=== design 1 ===
Fig. 1: design 1, the metal 2 layer
Cells faint in the background.
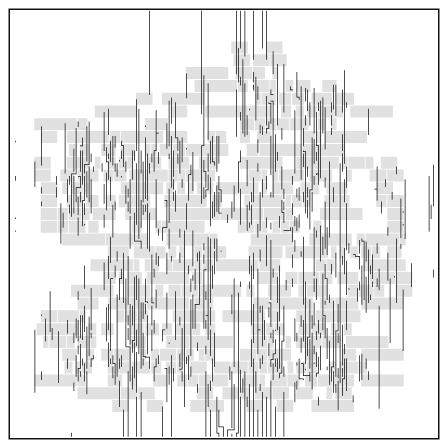

===== config.mk =====
export PLATFORM = sky130hd
export DESIGN_NAME = fsm_ctrl_mc_flat
export DESIGN_NICKNAME = d
export VERILOG_FILES = /design/src/rtl/fsm_ctrl_mc_if.sv /design/src/rtl/fsm_ctrl_mc.sv /design/src/flat_wrapper.sv
export SDC_FILE = /design/constraint.sdc
export NUM_CORES = 1
export LEC_CHECK = 0
export CAP_MARGIN = 15
export CORE_MARGIN = 5
export CORE_UTILIZATION = 45
export CTS_CLUSTER_SIZE = 40
export DETAILED_ROUTE_END_ITERATION = 6
export GPL_TIMING_DRIVEN = 0
export PLACE_DENSITY = 0.79
export SYNTH_ARGS = -nofsm -noshare
export SYNTH_HDL_FRONTEND = slang
export SYNTH_SLANG_ARGS = --single-unit

===== constraint.sdc =====
create_clock -name clk -period 2.8 [get_ports clk]
set_input_delay 0.28 -clock clk [delete_from_list [all_inputs] [get_ports clk]]
set_output_delay 0.28 -clock clk [all_outputs]
set_load 0.03 [all_outputs]

===== src/rtl/fsm_ctrl_mc_if.sv =====
// rtl/fsm_ctrl_mc_if.sv - event and status bundle between sequencer, fsm_ctrl_mc and status logic
interface fsm_ctrl_mc_if #(
   parameter int NUM_CH = 4,
   parameter int CNT_W  = $clog2(NUM_CH + 1)
);
   logic [NUM_CH-1:0]   in_start;
   logic [NUM_CH-1:0]   in_done;
   logic [NUM_CH-1:0]   in_fault;
   logic [NUM_CH-1:0]   in_clr;
   logic [NUM_CH-1:0]   out_busy;
   logic [NUM_CH-1:0]   out_error;
   logic [NUM_CH-1:0]   out_retry;
   logic [2*NUM_CH-1:0] err_code;
   logic [3*NUM_CH-1:0] state_q;
   logic                any_error;
   logic [CNT_W-1:0]    busy_cnt;

   modport master (
      output in_start, in_done, in_fault, in_clr,
      input  out_busy, out_error, out_retry, err_code, state_q, any_error, busy_cnt
   );

   modport slave (
      input  in_start, in_done, in_fault, in_clr,
      output out_busy, out_error, out_retry, err_code, state_q, any_error, busy_cnt
   );
endinterface


===== src/rtl/fsm_ctrl_mc.sv =====
// rtl/fsm_ctrl_mc.sv - NUM_CH independent job controllers with RUN watchdog, bounded retry and latched fault cause
module fsm_ctrl_mc #(
   parameter int NUM_CH      = 4,
   parameter int TIMEOUT_CYC = 16,
   parameter int MAX_RETRY   = 2
) (
   input  logic         clk,
   input  logic         rst,
   fsm_ctrl_mc_if.slave bus
);
   localparam int TMR_W = (TIMEOUT_CYC > 0) ? $clog2(TIMEOUT_CYC + 1) : 1;
   localparam int RTY_W = (MAX_RETRY > 0) ? $clog2(MAX_RETRY + 1) : 1;
   localparam int CNT_W = $clog2(NUM_CH + 1);
   localparam logic [TMR_W-1:0] TMR_LAST = TMR_W'((TIMEOUT_CYC > 0) ? TIMEOUT_CYC - 1 : 0);
   localparam logic [TMR_W-1:0] TMR_ONE  = TMR_W'(1);
   localparam logic [RTY_W-1:0] RTY_MAX  = RTY_W'(MAX_RETRY);
   localparam logic [RTY_W-1:0] RTY_ONE  = RTY_W'(1);

   typedef enum logic [2:0] {
      ST_IDLE  = 3'd0,
      ST_RUN   = 3'd1,
      ST_DONE  = 3'd2,
      ST_RETRY = 3'd3,
      ST_FAULT = 3'd4
   } state_t;

   logic [3*NUM_CH-1:0] r_state;
   logic [3*NUM_CH-1:0] w_nxt_all;
   logic [CNT_W-1:0]    w_busy_cnt;

   always_ff @(posedge clk or posedge rst) begin
      if (rst) r_state <= '0;
      else     r_state <= w_nxt_all;
   end

   for (genvar g = 0; g < NUM_CH; g++) begin : g_ch
      state_t           w_cur;
      state_t           w_nxt;
      logic [TMR_W-1:0] r_tmr;
      logic [RTY_W-1:0] r_rty;
      logic [1:0]       r_err;
      logic [1:0]       w_err_nxt;
      logic             w_tmo;
      logic             w_legal;

      assign w_cur   = state_t'(r_state[3*g +: 3]);
      assign w_legal = (r_state[3*g +: 3] <= 3'd4);
      assign w_tmo   = (TIMEOUT_CYC > 0) && (r_tmr == TMR_LAST);

      // Priority inside every state: fault, then done, then watchdog.
      always_comb begin
         w_nxt     = ST_IDLE;
         w_err_nxt = r_err;
         case (w_cur)
            ST_IDLE: begin
               if (bus.in_fault[g]) begin
                  w_nxt     = ST_FAULT;
                  w_err_nxt = 2'd1;
               end else if (bus.in_start[g]) begin
                  w_nxt = ST_RUN;
               end
            end
            ST_RUN: begin
               if (bus.in_fault[g]) begin
                  w_nxt     = ST_FAULT;
                  w_err_nxt = 2'd1;
               end else if (bus.in_done[g]) begin
                  w_nxt = ST_DONE;
               end else if (w_tmo) begin
                  if (r_rty < RTY_MAX) begin
                     w_nxt = ST_RETRY;
                  end else begin
                     w_nxt     = ST_FAULT;
                     w_err_nxt = 2'd2;
                  end
               end else begin
                  w_nxt = ST_RUN;
               end
            end
            ST_RETRY: begin
               if (bus.in_fault[g]) begin
                  w_nxt     = ST_FAULT;
                  w_err_nxt = 2'd1;
               end else begin
                  w_nxt = ST_RUN;
               end
            end
            ST_DONE: begin
               if (bus.in_fault[g]) begin
                  w_nxt     = ST_FAULT;
                  w_err_nxt = 2'd1;
               end else if (bus.in_start[g]) begin
                  w_nxt = ST_DONE;
               end
            end
            ST_FAULT: begin
               if (bus.in_clr[g] && !bus.in_fault[g] && !bus.in_start[g]) begin
                  w_nxt     = ST_IDLE;
                  w_err_nxt = 2'd0;
               end else begin
                  w_nxt = ST_FAULT;
               end
            end
            default: begin
               w_nxt     = ST_IDLE;
               w_err_nxt = 2'd0;
            end
         endcase
      end

      // Timer restarts on every entry into RUN; retry count only resets for a new job.
      always_ff @(posedge clk or posedge rst) begin
         if (rst) begin
            r_tmr <= '0;
            r_rty <= '0;
            r_err <= 2'd0;
         end else begin
            r_err <= w_err_nxt;
            if (w_nxt == ST_RUN && w_cur != ST_RUN)
               r_tmr <= '0;
            else if (w_cur == ST_RUN && r_tmr != '1)
               r_tmr <= r_tmr + TMR_ONE;
            if (w_cur == ST_IDLE && w_nxt == ST_RUN)
               r_rty <= '0;
            else if (w_cur == ST_RETRY && r_rty != '1)
               r_rty <= r_rty + RTY_ONE;
         end
      end

      assign w_nxt_all[3*g +: 3]    = w_nxt;
      assign bus.out_busy[g]        = (w_cur == ST_RUN) || (w_cur == ST_RETRY);
      assign bus.out_retry[g]       = (w_cur == ST_RETRY);
      assign bus.out_error[g]       = (w_cur == ST_FAULT);
      assign bus.err_code[2*g +: 2] = w_legal ? r_err : 2'd0;
      assign bus.state_q[3*g +: 3]  = r_state[3*g +: 3];
   end

   always_comb begin
      w_busy_cnt = '0;
      for (int i = 0; i < NUM_CH; i++)
         w_busy_cnt = w_busy_cnt + CNT_W'(bus.out_busy[i]);
   end

   assign bus.busy_cnt  = w_busy_cnt;
   assign bus.any_error = |bus.out_error;
endmodule

===== src/flat_wrapper.sv =====
// flat-port wrapper written by rule: the top's interface ports become plain ports
module fsm_ctrl_mc_flat 
#(
   parameter int NUM_CH      = 4,
   parameter int TIMEOUT_CYC = 16,
   parameter int MAX_RETRY   = 2
)
  (clk, rst, bus_in_start, bus_in_done, bus_in_fault, bus_in_clr, bus_out_busy, bus_out_error, bus_out_retry, bus_err_code, bus_state_q, bus_any_error, bus_busy_cnt);
  fsm_ctrl_mc_if #(.NUM_CH(NUM_CH)) bus_i ();
  input  logic clk;
  input  logic rst;
  input wire logic [$bits(bus_i.in_start)-1:0] bus_in_start;
  input wire logic [$bits(bus_i.in_done)-1:0] bus_in_done;
  input wire logic [$bits(bus_i.in_fault)-1:0] bus_in_fault;
  input wire logic [$bits(bus_i.in_clr)-1:0] bus_in_clr;
  output wire logic [$bits(bus_i.out_busy)-1:0] bus_out_busy;
  output wire logic [$bits(bus_i.out_error)-1:0] bus_out_error;
  output wire logic [$bits(bus_i.out_retry)-1:0] bus_out_retry;
  output wire logic [$bits(bus_i.err_code)-1:0] bus_err_code;
  output wire logic [$bits(bus_i.state_q)-1:0] bus_state_q;
  output wire logic [$bits(bus_i.any_error)-1:0] bus_any_error;
  output wire logic [$bits(bus_i.busy_cnt)-1:0] bus_busy_cnt;
  assign bus_i.in_start = bus_in_start;
  assign bus_i.in_done = bus_in_done;
  assign bus_i.in_fault = bus_in_fault;
  assign bus_i.in_clr = bus_in_clr;
  assign bus_out_busy = bus_i.out_busy;
  assign bus_out_error = bus_i.out_error;
  assign bus_out_retry = bus_i.out_retry;
  assign bus_err_code = bus_i.err_code;
  assign bus_state_q = bus_i.state_q;
  assign bus_any_error = bus_i.any_error;
  assign bus_busy_cnt = bus_i.busy_cnt;
  fsm_ctrl_mc #(.NUM_CH(NUM_CH), .TIMEOUT_CYC(TIMEOUT_CYC), .MAX_RETRY(MAX_RETRY)) u_core (.clk(clk), .rst(rst), .bus(bus_i));
endmodule

=== design 2 ===
`src/rtl/writeback_commit_arbiter_if.sv`:
```
// Writeback commit bus between the execution units and the commit arbiter.
//   unit_valid/unit_addr/unit_data : per-unit result offers (unit i in slice i)
//   unit_ready                     : per-unit accept, a transfer happens on valid & ready
//   write_addr/new_data/commit     : registered write port towards the register bank
// Modports:
//   slave  - the arbiter's view (consumes unit results, drives the write port)
//   master - the environment's view (execution units plus register bank)
interface writeback_commit_arbiter_if #(
  parameter int NUM_UNITS   = 4,
  parameter int PHYS_ADDR_W = 6,
  parameter int DATA_W      = 32
);
  logic [NUM_UNITS-1:0]                  unit_valid;
  logic [NUM_UNITS-1:0][PHYS_ADDR_W-1:0] unit_addr;
  logic [NUM_UNITS-1:0][DATA_W-1:0]      unit_data;
  logic [NUM_UNITS-1:0]                  unit_ready;
  logic [PHYS_ADDR_W-1:0]                write_addr;
  logic [DATA_W-1:0]                     new_data;
  logic                                  commit;

  modport slave (
    input  unit_valid, unit_addr, unit_data,
    output unit_ready, write_addr, new_data, commit
  );

  modport master (
    output unit_valid, unit_addr, unit_data,
    input  unit_ready, write_addr, new_data, commit
  );
endinterface

```
`src/rtl/writeback_commit_arbiter.sv`:
```
// Writeback commit arbiter: collects results from NUM_UNITS execution units into
// one-entry holding buffers, picks one full buffer per cycle round-robin and
// drives a registered commit towards the register bank write port. Results
// addressed to physical register 0 are accepted and drained but never committed.
// Ports:
//   clk          : clock, all state on the rising edge
//   rst_n        : asynchronous active-low reset
//   bus          : writeback_commit_arbiter_if.slave (unit handshakes + write port)
//   stall_cycles : saturating count of cycles in which a full buffer lost
//                  arbitration; present only when WB_STALL_CNT_EN is defined
// Optional feature macro: WB_STALL_CNT_EN

// One holding slot per execution unit. Ready does not depend on in_valid, so
// a unit can present a new result in the same cycle its old one is drained.
module wb_unit_buf #(
  parameter int PHYS_ADDR_W = 6,
  parameter int DATA_W      = 32
) (
  input  logic                   clk,
  input  logic                   rst_n,
  input  logic                   in_valid,
  input  logic [PHYS_ADDR_W-1:0] in_addr,
  input  logic [DATA_W-1:0]      in_data,
  input  logic                   grant,
  output logic                   ready,
  output logic                   full,
  output logic [PHYS_ADDR_W-1:0] addr,
  output logic [DATA_W-1:0]      data
);
  logic load;

  assign ready = ~full | grant;
  assign load  = in_valid & ready;

  always_ff @(posedge clk or negedge rst_n) begin
    if (!rst_n) begin
      full <= 1'b0;
      addr <= '0;
      data <= '0;
    end else begin
      // a reload in the draining cycle keeps the slot full
      full <= load | (full & ~grant);
      if (load) begin
        addr <= in_addr;
        data <= in_data;
      end
    end
  end
endmodule

module writeback_commit_arbiter #(
  parameter int NUM_UNITS   = 4,
  parameter int PHYS_ADDR_W = 6,
  parameter int DATA_W      = 32
) (
  input  logic                              clk,
  input  logic                              rst_n,
  writeback_commit_arbiter_if.slave         bus
`ifdef WB_STALL_CNT_EN
  ,
  output logic [31:0]                       stall_cycles
`endif
);
  localparam int IDX_W = (NUM_UNITS > 1) ? $clog2(NUM_UNITS) : 1;

  logic [NUM_UNITS-1:0]                  unit_valid;
  logic [NUM_UNITS-1:0][PHYS_ADDR_W-1:0] unit_addr;
  logic [NUM_UNITS-1:0][DATA_W-1:0]      unit_data;
  logic [NUM_UNITS-1:0]                  unit_ready;

  logic [NUM_UNITS-1:0]                  buf_full;
  logic [NUM_UNITS-1:0][PHYS_ADDR_W-1:0] buf_addr;
  logic [NUM_UNITS-1:0][DATA_W-1:0]      buf_data;

  logic [NUM_UNITS-1:0]                  grant;
  logic                                  grant_any;
  logic [IDX_W-1:0]                      win;
  logic [IDX_W-1:0]                      rr_ptr;
  logic [IDX_W-1:0]                      rr_nxt;
  logic [PHYS_ADDR_W-1:0]                gnt_addr;
  logic [DATA_W-1:0]                     gnt_data;

  logic [PHYS_ADDR_W-1:0]                write_addr_q;
  logic [DATA_W-1:0]                     new_data_q;
  logic                                  commit_q;

  assign unit_valid     = bus.unit_valid;
  assign unit_addr      = bus.unit_addr;
  assign unit_data      = bus.unit_data;
  assign bus.unit_ready = unit_ready;
  assign bus.write_addr = write_addr_q;
  assign bus.new_data   = new_data_q;
  assign bus.commit     = commit_q;

  wb_unit_buf #(
    .PHYS_ADDR_W (PHYS_ADDR_W),
    .DATA_W      (DATA_W)
  ) u_buf [NUM_UNITS-1:0] (
    .clk      (clk),
    .rst_n    (rst_n),
    .in_valid (unit_valid),
    .in_addr  (unit_addr),
    .in_data  (unit_data),
    .grant    (grant),
    .ready    (unit_ready),
    .full     (buf_full),
    .addr     (buf_addr),
    .data     (buf_data)
  );

  // Round-robin pick: scan upward from rr_ptr, wrapping, first full buffer wins.
  always_comb begin
    logic [IDX_W:0] sum;
    logic [IDX_W-1:0] idx;
    grant     = '0;
    grant_any = 1'b0;
    win       = '0;
    sum       = '0;
    idx       = '0;
    for (int k = 0; k < NUM_UNITS; k++) begin
      sum = {1'b0, rr_ptr} + (IDX_W+1)'(k);
      if (sum >= (IDX_W+1)'(NUM_UNITS))
        sum = sum - (IDX_W+1)'(NUM_UNITS);
      idx = sum[IDX_W-1:0];
      if (!grant_any && buf_full[idx]) begin
        grant_any = 1'b1;
        win       = idx;
      end
    end
    if (grant_any)
      grant[win] = 1'b1;
  end

  assign rr_nxt   = (win == IDX_W'(NUM_UNITS-1)) ? '0 : win + IDX_W'(1);
  assign gnt_addr = buf_addr[win];
  assign gnt_data = buf_data[win];

  always_ff @(posedge clk or negedge rst_n) begin
    if (!rst_n) begin
      rr_ptr       <= '0;
      commit_q     <= 1'b0;
      write_addr_q <= '0;
      new_data_q   <= '0;
    end else begin
      // address 0 drains like any result but never reaches the bank
      commit_q <= grant_any & (gnt_addr != '0);
      if (grant_any) begin
        rr_ptr       <= rr_nxt;
        write_addr_q <= gnt_addr;
        new_data_q   <= gnt_data;
      end
    end
  end

`ifdef WB_STALL_CNT_EN
  logic contention;

  // a full buffer that was not picked this cycle is a lost writeback slot
  assign contention = |(buf_full & ~grant);

  always_ff @(posedge clk or negedge rst_n) begin
    if (!rst_n)
      stall_cycles <= '0;
    else if (contention && (stall_cycles != 32'hFFFF_FFFF))
      stall_cycles <= stall_cycles + 32'd1;
  end
`endif
endmodule

```
`src/flat_wrapper.sv`:
```
// flat-port wrapper written by rule: the top's interface ports become plain ports
module writeback_commit_arbiter_flat 
#(
  parameter int NUM_UNITS   = 4,
  parameter int PHYS_ADDR_W = 6,
  parameter int DATA_W      = 32
)
  (clk, rst_n, bus_unit_valid, bus_unit_addr, bus_unit_data, bus_unit_ready, bus_write_addr, bus_new_data, bus_commit);
  writeback_commit_arbiter_if #(.NUM_UNITS(NUM_UNITS), .PHYS_ADDR_W(PHYS_ADDR_W), .DATA_W(DATA_W)) bus_i ();
  input  logic clk;
  input  logic rst_n;
  input wire logic [$bits(bus_i.unit_valid)-1:0] bus_unit_valid;
  input wire logic [$bits(bus_i.unit_addr)-1:0] bus_unit_addr;
  input wire logic [$bits(bus_i.unit_data)-1:0] bus_unit_data;
  output wire logic [$bits(bus_i.unit_ready)-1:0] bus_unit_ready;
  output wire logic [$bits(bus_i.write_addr)-1:0] bus_write_addr;
  output wire logic [$bits(bus_i.new_data)-1:0] bus_new_data;
  output wire logic [$bits(bus_i.commit)-1:0] bus_commit;
  assign bus_i.unit_valid = bus_unit_valid;
  assign bus_i.unit_addr = bus_unit_addr;
  assign bus_i.unit_data = bus_unit_data;
  assign bus_unit_ready = bus_i.unit_ready;
  assign bus_write_addr = bus_i.write_addr;
  assign bus_new_data = bus_i.new_data;
  assign bus_commit = bus_i.commit;
  writeback_commit_arbiter #(.NUM_UNITS(NUM_UNITS), .PHYS_ADDR_W(PHYS_ADDR_W), .DATA_W(DATA_W)) u_core (.clk(clk), .rst_n(rst_n), .bus(bus_i));
endmodule
```
`config.mk`:
```
export PLATFORM = sky130hd
export DESIGN_NAME = writeback_commit_arbiter_flat
export DESIGN_NICKNAME = d
export VERILOG_FILES = /design/src/rtl/writeback_commit_arbiter_if.sv /design/src/rtl/writeback_commit_arbiter.sv /design/src/flat_wrapper.sv
export SDC_FILE = /design/constraint.sdc
export NUM_CORES = 1
export LEC_CHECK = 0
export ABC_AREA = 1
export CORE_MARGIN = 3
export CORE_UTILIZATION = 54
export CTS_BUF_LIST = sky130_fd_sc_hd__clkbuf_8 sky130_fd_sc_hd__clkbuf_16
export DETAILED_ROUTE_END_ITERATION = 10
export GPL_TIMING_DRIVEN = 0
export HOLD_SLACK_MARGIN = 0.12
export PLACE_DENSITY = 0.85
export SLEW_MARGIN = 10
export SYNTH_ARGS = -nofsm -noshare
export SYNTH_HDL_FRONTEND = slang
export SYNTH_SLANG_ARGS = --single-unit
```
`constraint.sdc`:
```
create_clock -name clk -period 5.85 [get_ports clk]
set_input_delay 1.17 -clock clk [delete_from_list [all_inputs] [get_ports clk]]
set_output_delay 1.17 -clock clk [all_outputs]
set_load 0.005 [all_outputs]
```
=== design 3 ===
--- src/rtl/cp0_ext_if.sv ---
// Pipeline-side bus of the CP0 block: MFC0/MTC0 access, exception entry/ERET, and exported state.
// Strobes are single-cycle levels sampled on the rising edge; r_data is combinational.
interface cp0_ext_if;
    logic        r_ena;
    logic [7:0]  r_addr;
    logic [31:0] r_data;
    logic        w_ena;
    logic [7:0]  w_addr;
    logic [31:0] w_data;
    logic        exc_valid;
    logic [4:0]  exc_code;
    logic        exc_bd;
    logic [31:0] exc_epc;
    logic        exc_badvaddr_ena;
    logic [31:0] exc_badvaddr;
    logic        eret;
    logic [31:0] epc;
    logic [31:0] status;
    logic        int_req;

    modport master (
        output r_ena, r_addr, w_ena, w_addr, w_data,
               exc_valid, exc_code, exc_bd, exc_epc, exc_badvaddr_ena, exc_badvaddr, eret,
        input  r_data, epc, status, int_req
    );

    modport slave (
        input  r_ena, r_addr, w_ena, w_addr, w_data,
               exc_valid, exc_code, exc_bd, exc_epc, exc_badvaddr_ena, exc_badvaddr, eret,
        output r_data, epc, status, int_req
    );
endinterface

--- src/rtl/cp0_ext.sv ---
// MIPS-style CP0 register block: Count/Compare timer with prescaler, synchronised hardware
// interrupts, nested-exception EPC protection, ERET and a registered interrupt request.
module cp0_ext #(
    parameter int          COUNT_DIV   = 2,
    parameter int          HW_IRQ      = 6,
    parameter int          SYNC_STAGES = 2,
    parameter logic [31:0] PRID        = 32'h0000_4220
) (
    input  logic              clk,
    input  logic              rst,
    input  logic [HW_IRQ-1:0] hw_int,
    cp0_ext_if.slave          bus
);
    localparam logic [7:0] A_BADVADDR = 8'd64;
    localparam logic [7:0] A_COUNT    = 8'd72;
    localparam logic [7:0] A_COMPARE  = 8'd88;
    localparam logic [7:0] A_STATUS   = 8'd96;
    localparam logic [7:0] A_CAUSE    = 8'd104;
    localparam logic [7:0] A_EPC      = 8'd112;
    localparam logic [7:0] A_PRID     = 8'd120;
    localparam logic [7:0] A_CONFIG   = 8'd128;

    logic [31:0]       count_q, compare_q, epc_q, badvaddr_q;
    logic [7:0]        presc_q, im_q;
    logic              exl_q, ie_q, ti_q, bd_q, int_req_q;
    logic [4:0]        exc_code_q;
    logic [1:0]        sw_ip_q;
    logic [HW_IRQ-1:0] hw_ip_q, hw_s;
    logic [5:0]        hw6;
    logic [7:0]        ip;
    logic [31:0]       status_val, cause_val;
    logic [31:0]       rd_cur, rd_mask, r_data_c;
    logic              tick, wr_count, wr_compare, wr_status, wr_cause, wr_epc;

    // Synchroniser chain; with zero stages the IP register itself samples the raw lines.
    if (SYNC_STAGES == 0) begin : g_nosync
        assign hw_s = hw_int;
    end else begin : g_sync
        logic [HW_IRQ-1:0] sync_q [SYNC_STAGES];
        always_ff @(posedge clk) begin
            if (rst) begin
                for (int s = 0; s < SYNC_STAGES; s++) sync_q[s] <= '0;
            end else begin
                sync_q[0] <= hw_int;
                for (int s = 1; s < SYNC_STAGES; s++) sync_q[s] <= sync_q[s-1];
            end
        end
        assign hw_s = sync_q[SYNC_STAGES-1];
    end

    assign hw6        = 6'(hw_ip_q);
    assign ip         = {ti_q | hw6[5], hw6[4:0], sw_ip_q};
    assign status_val = {9'b0, 1'b1, 6'b0, im_q, 6'b0, exl_q, ie_q};
    assign cause_val  = {bd_q, ti_q, 14'b0, ip, 1'b0, exc_code_q, 2'b0};

    assign tick       = (presc_q == 8'(COUNT_DIV - 1));
    assign wr_count   = bus.w_ena && (bus.w_addr == A_COUNT);
    assign wr_compare = bus.w_ena && (bus.w_addr == A_COMPARE);
    assign wr_status  = bus.w_ena && (bus.w_addr == A_STATUS);
    assign wr_cause   = bus.w_ena && (bus.w_addr == A_CAUSE);
    assign wr_epc     = bus.w_ena && (bus.w_addr == A_EPC);

    // A Count write restarts the prescaler and swallows the tick, so no timer match that cycle.
    always_ff @(posedge clk) begin
        if (rst) begin
            count_q   <= '0;
            presc_q   <= '0;
            compare_q <= '0;
            ti_q      <= 1'b0;
        end else begin
            if (wr_count) begin
                count_q <= bus.w_data;
                presc_q <= '0;
            end else begin
                presc_q <= tick ? 8'd0 : presc_q + 8'd1;
                if (tick) count_q <= count_q + 32'd1;
            end
            if (wr_compare) begin
                compare_q <= bus.w_data;
                ti_q      <= 1'b0;
            end else if (tick && !wr_count && (count_q + 32'd1 == compare_q)) begin
                ti_q <= 1'b1;
            end
        end
    end

    always_ff @(posedge clk) begin
        if (rst) begin
            im_q       <= '0;
            exl_q      <= 1'b0;
            ie_q       <= 1'b0;
            bd_q       <= 1'b0;
            exc_code_q <= '0;
            sw_ip_q    <= '0;
            hw_ip_q    <= '0;
            int_req_q  <= 1'b0;
        end else begin
            if (wr_status) begin
                im_q <= bus.w_data[15:8];
                ie_q <= bus.w_data[0];
            end
            if (bus.exc_valid)     exl_q <= 1'b1;
            else if (bus.eret)     exl_q <= 1'b0;
            else if (wr_status)    exl_q <= bus.w_data[1];
            if (wr_cause) sw_ip_q <= bus.w_data[9:8];
            if (bus.exc_valid) begin
                exc_code_q <= bus.exc_code;
                if (!exl_q) bd_q <= bus.exc_bd;
            end
            hw_ip_q   <= hw_s;
            int_req_q <= ie_q & ~exl_q & (|(im_q & ip));
        end
    end

    // EPC is frozen while a handler is already running (EXL=1) so the first restart PC survives.
    always_ff @(posedge clk) begin
        if (!rst) begin
            if (bus.exc_valid) begin
                if (!exl_q) epc_q <= bus.exc_epc;
            end else if (wr_epc) begin
                epc_q <= bus.w_data;
            end
            if (bus.exc_valid && bus.exc_badvaddr_ena) badvaddr_q <= bus.exc_badvaddr;
        end
    end

    always_comb begin
        rd_cur  = '0;
        rd_mask = '0;
        case (bus.r_addr)
            A_BADVADDR: rd_cur = badvaddr_q;
            A_COUNT:    begin rd_cur = count_q;    rd_mask = 32'hFFFF_FFFF; end
            A_COMPARE:  begin rd_cur = compare_q;  rd_mask = 32'hFFFF_FFFF; end
            A_STATUS:   begin rd_cur = status_val; rd_mask = 32'h0000_FF03; end
            A_CAUSE:    begin rd_cur = cause_val;  rd_mask = 32'h0000_0300; end
            A_EPC:      begin rd_cur = epc_q;      rd_mask = 32'hFFFF_FFFF; end
            A_PRID:     rd_cur = PRID;
            A_CONFIG:   rd_cur = 32'h8000_0000;
            default:    rd_cur = '0;
        endcase
        if (rst || !bus.r_ena)
            r_data_c = '0;
        else if (bus.w_ena && (bus.w_addr == bus.r_addr))
            r_data_c = (rd_cur & ~rd_mask) | (bus.w_data & rd_mask);
        else
            r_data_c = rd_cur;
    end

    assign bus.r_data  = r_data_c;
    assign bus.epc     = epc_q;
    assign bus.status  = status_val;
    assign bus.int_req = int_req_q;
endmodule

--- src/flat_wrapper.sv ---
// flat-port wrapper written by rule: the top's interface ports become plain ports
module cp0_ext_flat 
#(
    parameter int          COUNT_DIV   = 2,
    parameter int          HW_IRQ      = 6,
    parameter int          SYNC_STAGES = 2,
    parameter logic [31:0] PRID        = 32'h0000_4220
)
  (clk, rst, hw_int, bus_r_ena, bus_r_addr, bus_w_ena, bus_w_addr, bus_w_data, bus_exc_valid, bus_exc_code, bus_exc_bd, bus_exc_epc, bus_exc_badvaddr_ena, bus_exc_badvaddr, bus_eret, bus_r_data, bus_epc, bus_status, bus_int_req);
  cp0_ext_if bus_i ();
  input  logic clk;
  input  logic rst;
  input  logic [HW_IRQ-1:0] hw_int;
  input wire logic [$bits(bus_i.r_ena)-1:0] bus_r_ena;
  input wire logic [$bits(bus_i.r_addr)-1:0] bus_r_addr;
  input wire logic [$bits(bus_i.w_ena)-1:0] bus_w_ena;
  input wire logic [$bits(bus_i.w_addr)-1:0] bus_w_addr;
  input wire logic [$bits(bus_i.w_data)-1:0] bus_w_data;
  input wire logic [$bits(bus_i.exc_valid)-1:0] bus_exc_valid;
  input wire logic [$bits(bus_i.exc_code)-1:0] bus_exc_code;
  input wire logic [$bits(bus_i.exc_bd)-1:0] bus_exc_bd;
  input wire logic [$bits(bus_i.exc_epc)-1:0] bus_exc_epc;
  input wire logic [$bits(bus_i.exc_badvaddr_ena)-1:0] bus_exc_badvaddr_ena;
  input wire logic [$bits(bus_i.exc_badvaddr)-1:0] bus_exc_badvaddr;
  input wire logic [$bits(bus_i.eret)-1:0] bus_eret;
  output wire logic [$bits(bus_i.r_data)-1:0] bus_r_data;
  output wire logic [$bits(bus_i.epc)-1:0] bus_epc;
  output wire logic [$bits(bus_i.status)-1:0] bus_status;
  output wire logic [$bits(bus_i.int_req)-1:0] bus_int_req;
  assign bus_i.r_ena = bus_r_ena;
  assign bus_i.r_addr = bus_r_addr;
  assign bus_i.w_ena = bus_w_ena;
  assign bus_i.w_addr = bus_w_addr;
  assign bus_i.w_data = bus_w_data;
  assign bus_i.exc_valid = bus_exc_valid;
  assign bus_i.exc_code = bus_exc_code;
  assign bus_i.exc_bd = bus_exc_bd;
  assign bus_i.exc_epc = bus_exc_epc;
  assign bus_i.exc_badvaddr_ena = bus_exc_badvaddr_ena;
  assign bus_i.exc_badvaddr = bus_exc_badvaddr;
  assign bus_i.eret = bus_eret;
  assign bus_r_data = bus_i.r_data;
  assign bus_epc = bus_i.epc;
  assign bus_status = bus_i.status;
  assign bus_int_req = bus_i.int_req;
  cp0_ext #(.COUNT_DIV(COUNT_DIV), .HW_IRQ(HW_IRQ), .SYNC_STAGES(SYNC_STAGES), .PRID(PRID)) u_core (.clk(clk), .rst(rst), .hw_int(hw_int), .bus(bus_i));
endmodule
--- config.mk ---
export PLATFORM = sky130hd
export DESIGN_NAME = cp0_ext_flat
export DESIGN_NICKNAME = d
export VERILOG_FILES = /design/src/rtl/cp0_ext_if.sv /design/src/rtl/cp0_ext.sv /design/src/flat_wrapper.sv
export SDC_FILE = /design/constraint.sdc
export NUM_CORES = 1
export LEC_CHECK = 0
export ABC_AREA = 1
export CAP_MARGIN = 0
export CORE_MARGIN = 2
export CORE_UTILIZATION = 51
export DETAILED_ROUTE_END_ITERATION = 7
export HOLD_SLACK_MARGIN = 0.03
export PLACE_DENSITY_LB_ADDON = 0.3
export SLEW_MARGIN = 10
export SYNTH_ARGS = -nofsm -noshare
export SYNTH_HDL_FRONTEND = slang
export SYNTH_SLANG_ARGS = --single-unit
--- constraint.sdc ---
create_clock -name clk -period 4.5 [get_ports clk]
set_clock_uncertainty 0.2 [all_clocks]
set_input_delay 1.35 -clock clk [delete_from_list [all_inputs] [get_ports clk]]
set_output_delay 1.35 -clock clk [all_outputs]
set_load 0.01 [all_outputs]
Fig. 2: design 1, metal layers overlaid
Two of the layers only.
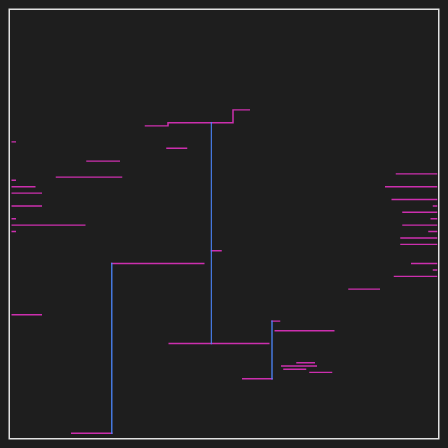
[magenta] met3 | wire length: 267 um
[blue] met4 | wire length: 95.2 um

## Picture notes: Fig. 1
wire length on this layer: 3080 um
longest straight run: 46.6 um
share of all routed wire: 48%
nets with wire on the layer: 350
via total after detailed routing: 2505
GR Util met2: 26.6%
Post-Route WL: 6450 um

==> impl_metrics.yaml, design 1 <==
# implementation run metrics
drt:
  vias_per_cell: 5.63
cells_and_area:
  utilization_pct: 58.0
  comb_share_pct: 44.5
  seq_area_mm2: 0.00120
  final-nonclk-buf-share_pct: 15.7
placement:
  place_area_mm2: 0.00359
  routabilityCongestion: 0.819
floorplanning:
  boundaryPins: 54
  die_w_um: 90.9
  fp_util_pct: 46.4
  core_area_mm2: 0.00635
global_routing:
  antenna_found_initial: 0
timing:
  finalCritPeriodShare_pct: 94.6
run_status:
  status: "finished, final reports clean"
synth:
  synth_top_area_share_pct: 40.8
  ys_area_mm2: 0.00295
  synth.cellmix.simpleShare_pct: 26.6
  syn-num-nets: 347
cts:
  ctsHoldBuffers: 0
pwr:
  netSwitchingFraction_pct: 40.2
  p_leak_nw: 1.59
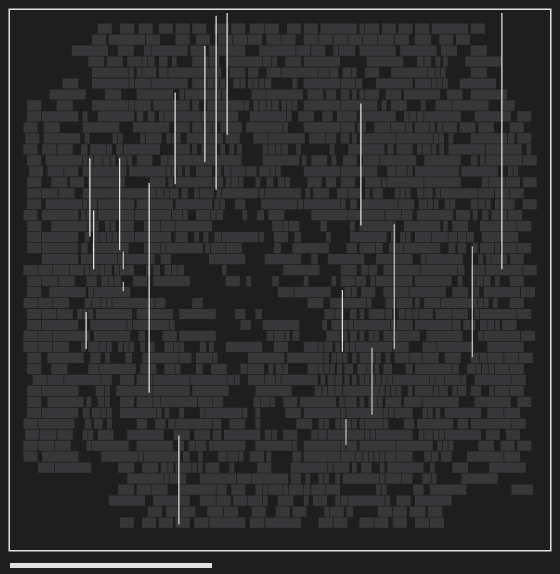
Fig. 3. Signal wires on met4 (design 2).
The bar under the picture is 50 um long. Cells faint in the background.
share of all routed wire: 1.8%
wire length on this layer: 456 um
main direction: vertical
via total after detailed routing: 7228
Post-Route WL: 24900 um

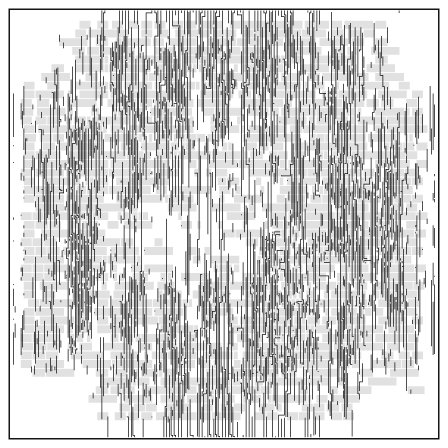
Fig. 4. The metal 2 layer (design 2).
Cells faint in the background.
longest straight run: 64.3 um
share of all routed wire: 50%
nets with wire on the layer: 1066

==> impl_metrics.yaml, design 2 <==
# implementation run metrics
pwr:
  power.share.clock_pct: 13.7
  p_leak_nw: 5.21
synth:
  ys_sh_xor_pct: 0
  syn-num-nets: 1013
  top_logic_kind: "multiplexers"
  mux_area_share_pct: 14.7
critical_path:
  crit_buf_inv: 7
  setup.worst_path.end: "bus_unit_ready[3]"
run:
  tool_warnings: 31
min_path:
  holdCritPathClass: "register to register"
placement:
  place_area_mm2: 0.0111
  numPlacedInstances: 1268
  dp_hpwl_um: 17600
run_status:
  status: "finished, final reports clean"
timing:
  setup_tns_ns: 0
drt:
  vias_per_cell: 5.56
  routed-wl-met2_um: 12400
global_routing:
  grt_pass1_wl_um: 38300
  overflow: 0
  antenna_found_initial: 2
  grt_pass1_vias: 7365
cts:
  clk_pin_slew_ns: 0.07
cells_and_area:
  area_growth_pct: 32.5
floorplanning:
  core.rowCount: 46
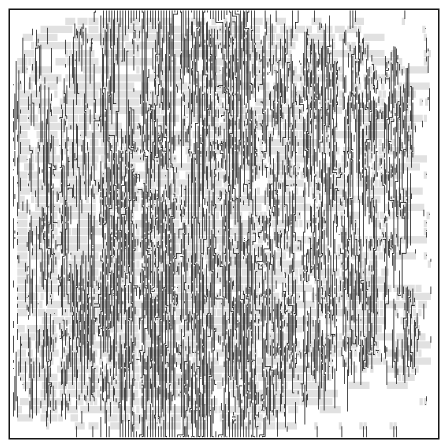
Fig. 5. The metal 2 layer (design 3).
Cells faint in the background.
longest straight run: 63.6 um
main direction: vertical
wire length on this layer: 18300 um
share of all routed wire: 45%
nets with wire on the layer: 1563

==> impl_metrics.yaml, design 3 <==
# implementation run metrics
pwr:
  share_comb_of_total_power_pct: 13.0
  p_seq_share_pct: 45.2
  power.group.top: "registers"
  netSwitchingFraction_pct: 29.2
global_routing:
  use_met1_pct: 49.5
run_status:
  status: "finished, violations left"
  violations: "design-rule violations, negative setup slack"
cells_and_area:
  clkCellAreaFrac_pct: 4.51
  logic_gates: 1036
  diodes: 1
  final-comb-area_mm2: 0.00549
  utilization_pct: 73.8
synth:
  ys.flops: 174
  ys_sh_xor_pct: 1.74
  top_logic_kind: "simple AND/OR/NAND/NOR gates"
  synth.cellmix.simpleShare_pct: 32.1
  asyncSetResetFlopFracSynth_pct: 0
cts:
  cts_max_level: 4
  numClockSinks: 174
  cts_setup_buffers: 22
timing:
  setup_ws_ns: -0.140
  setup-violations-final: 28
drt:
  highest_layer: "met4"
  drc: 7
  routed-wl-met2_um: 18300
  via_count: 11501
  routed_wl_um: 40300
floorplanning:
  die_w_um: 144
  core_area_mm2: 0.0193
critical_path:
  setup.worst_path.end: "bus_r_data[28]"

==> notes/layouts.md <==
Pictures saved along the way, in no particular order.

Clock routing.
(a)
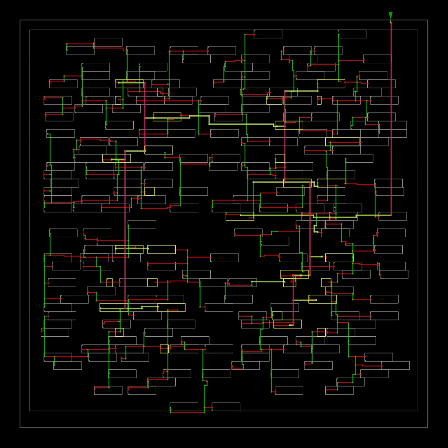
(b)
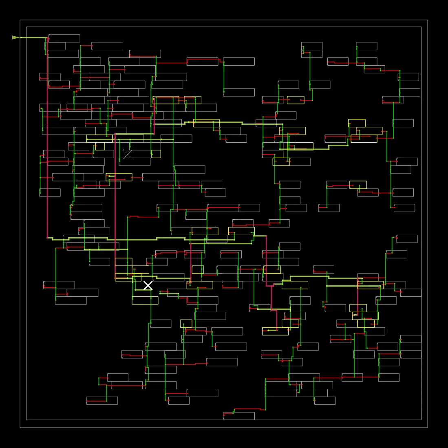
(c)
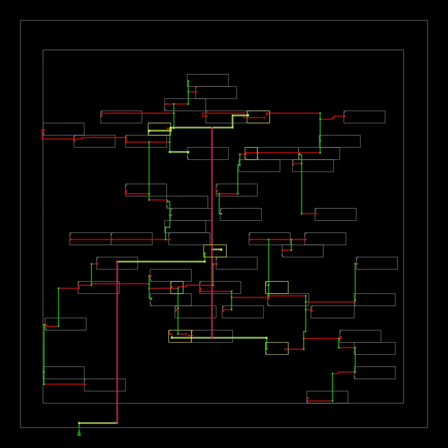
- fewest clock buffers: (c)
(c): design 1
(b): design 3
(a): design 2



## Gallery

Cells by drive strength.
picture 1
The bar under the picture is 50 um long.
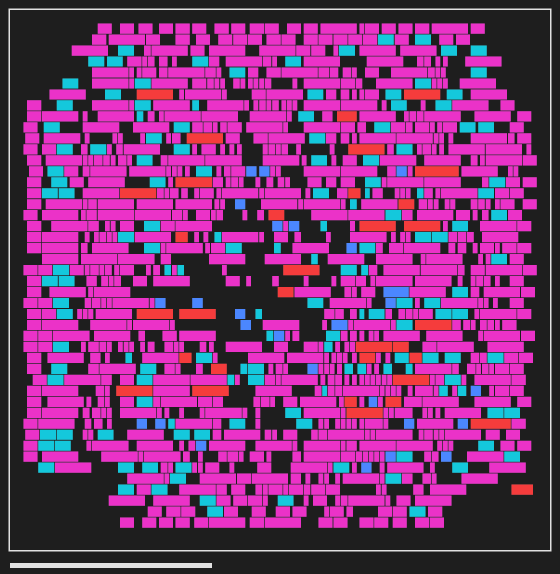
picture 2
The bar under the picture is 50 um long.
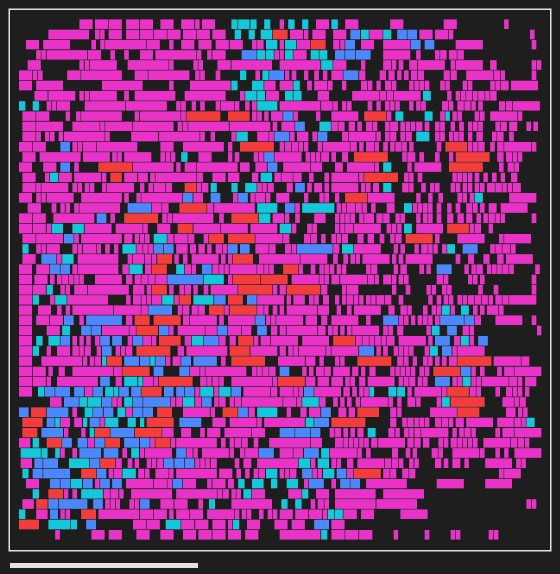
picture 3
The bar under the picture is 20 um long.
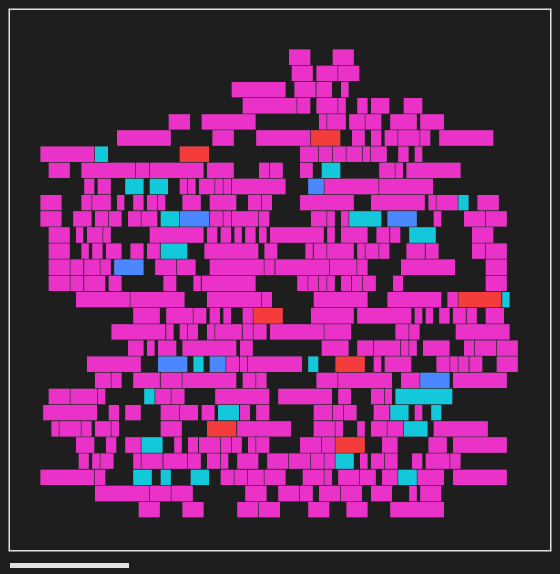
design 2: picture 1
design 3: picture 2
design 1: picture 3
- most cells: picture 2
- smallest die: picture 3

Key to picture 3:
[magenta] drive 1 or less | cells: 330 | most used: clkdlybuf4s50_1
[red] drive 6 and up | cells: 7 | most used: clkbuf_8
[blue] drive 3 to 4 | cells: 7 | most used: or4b_4
[cyan] drive 2 | cells: 24 | most used: or3b_2

Power is estimated from default activity; no workload was simulated.
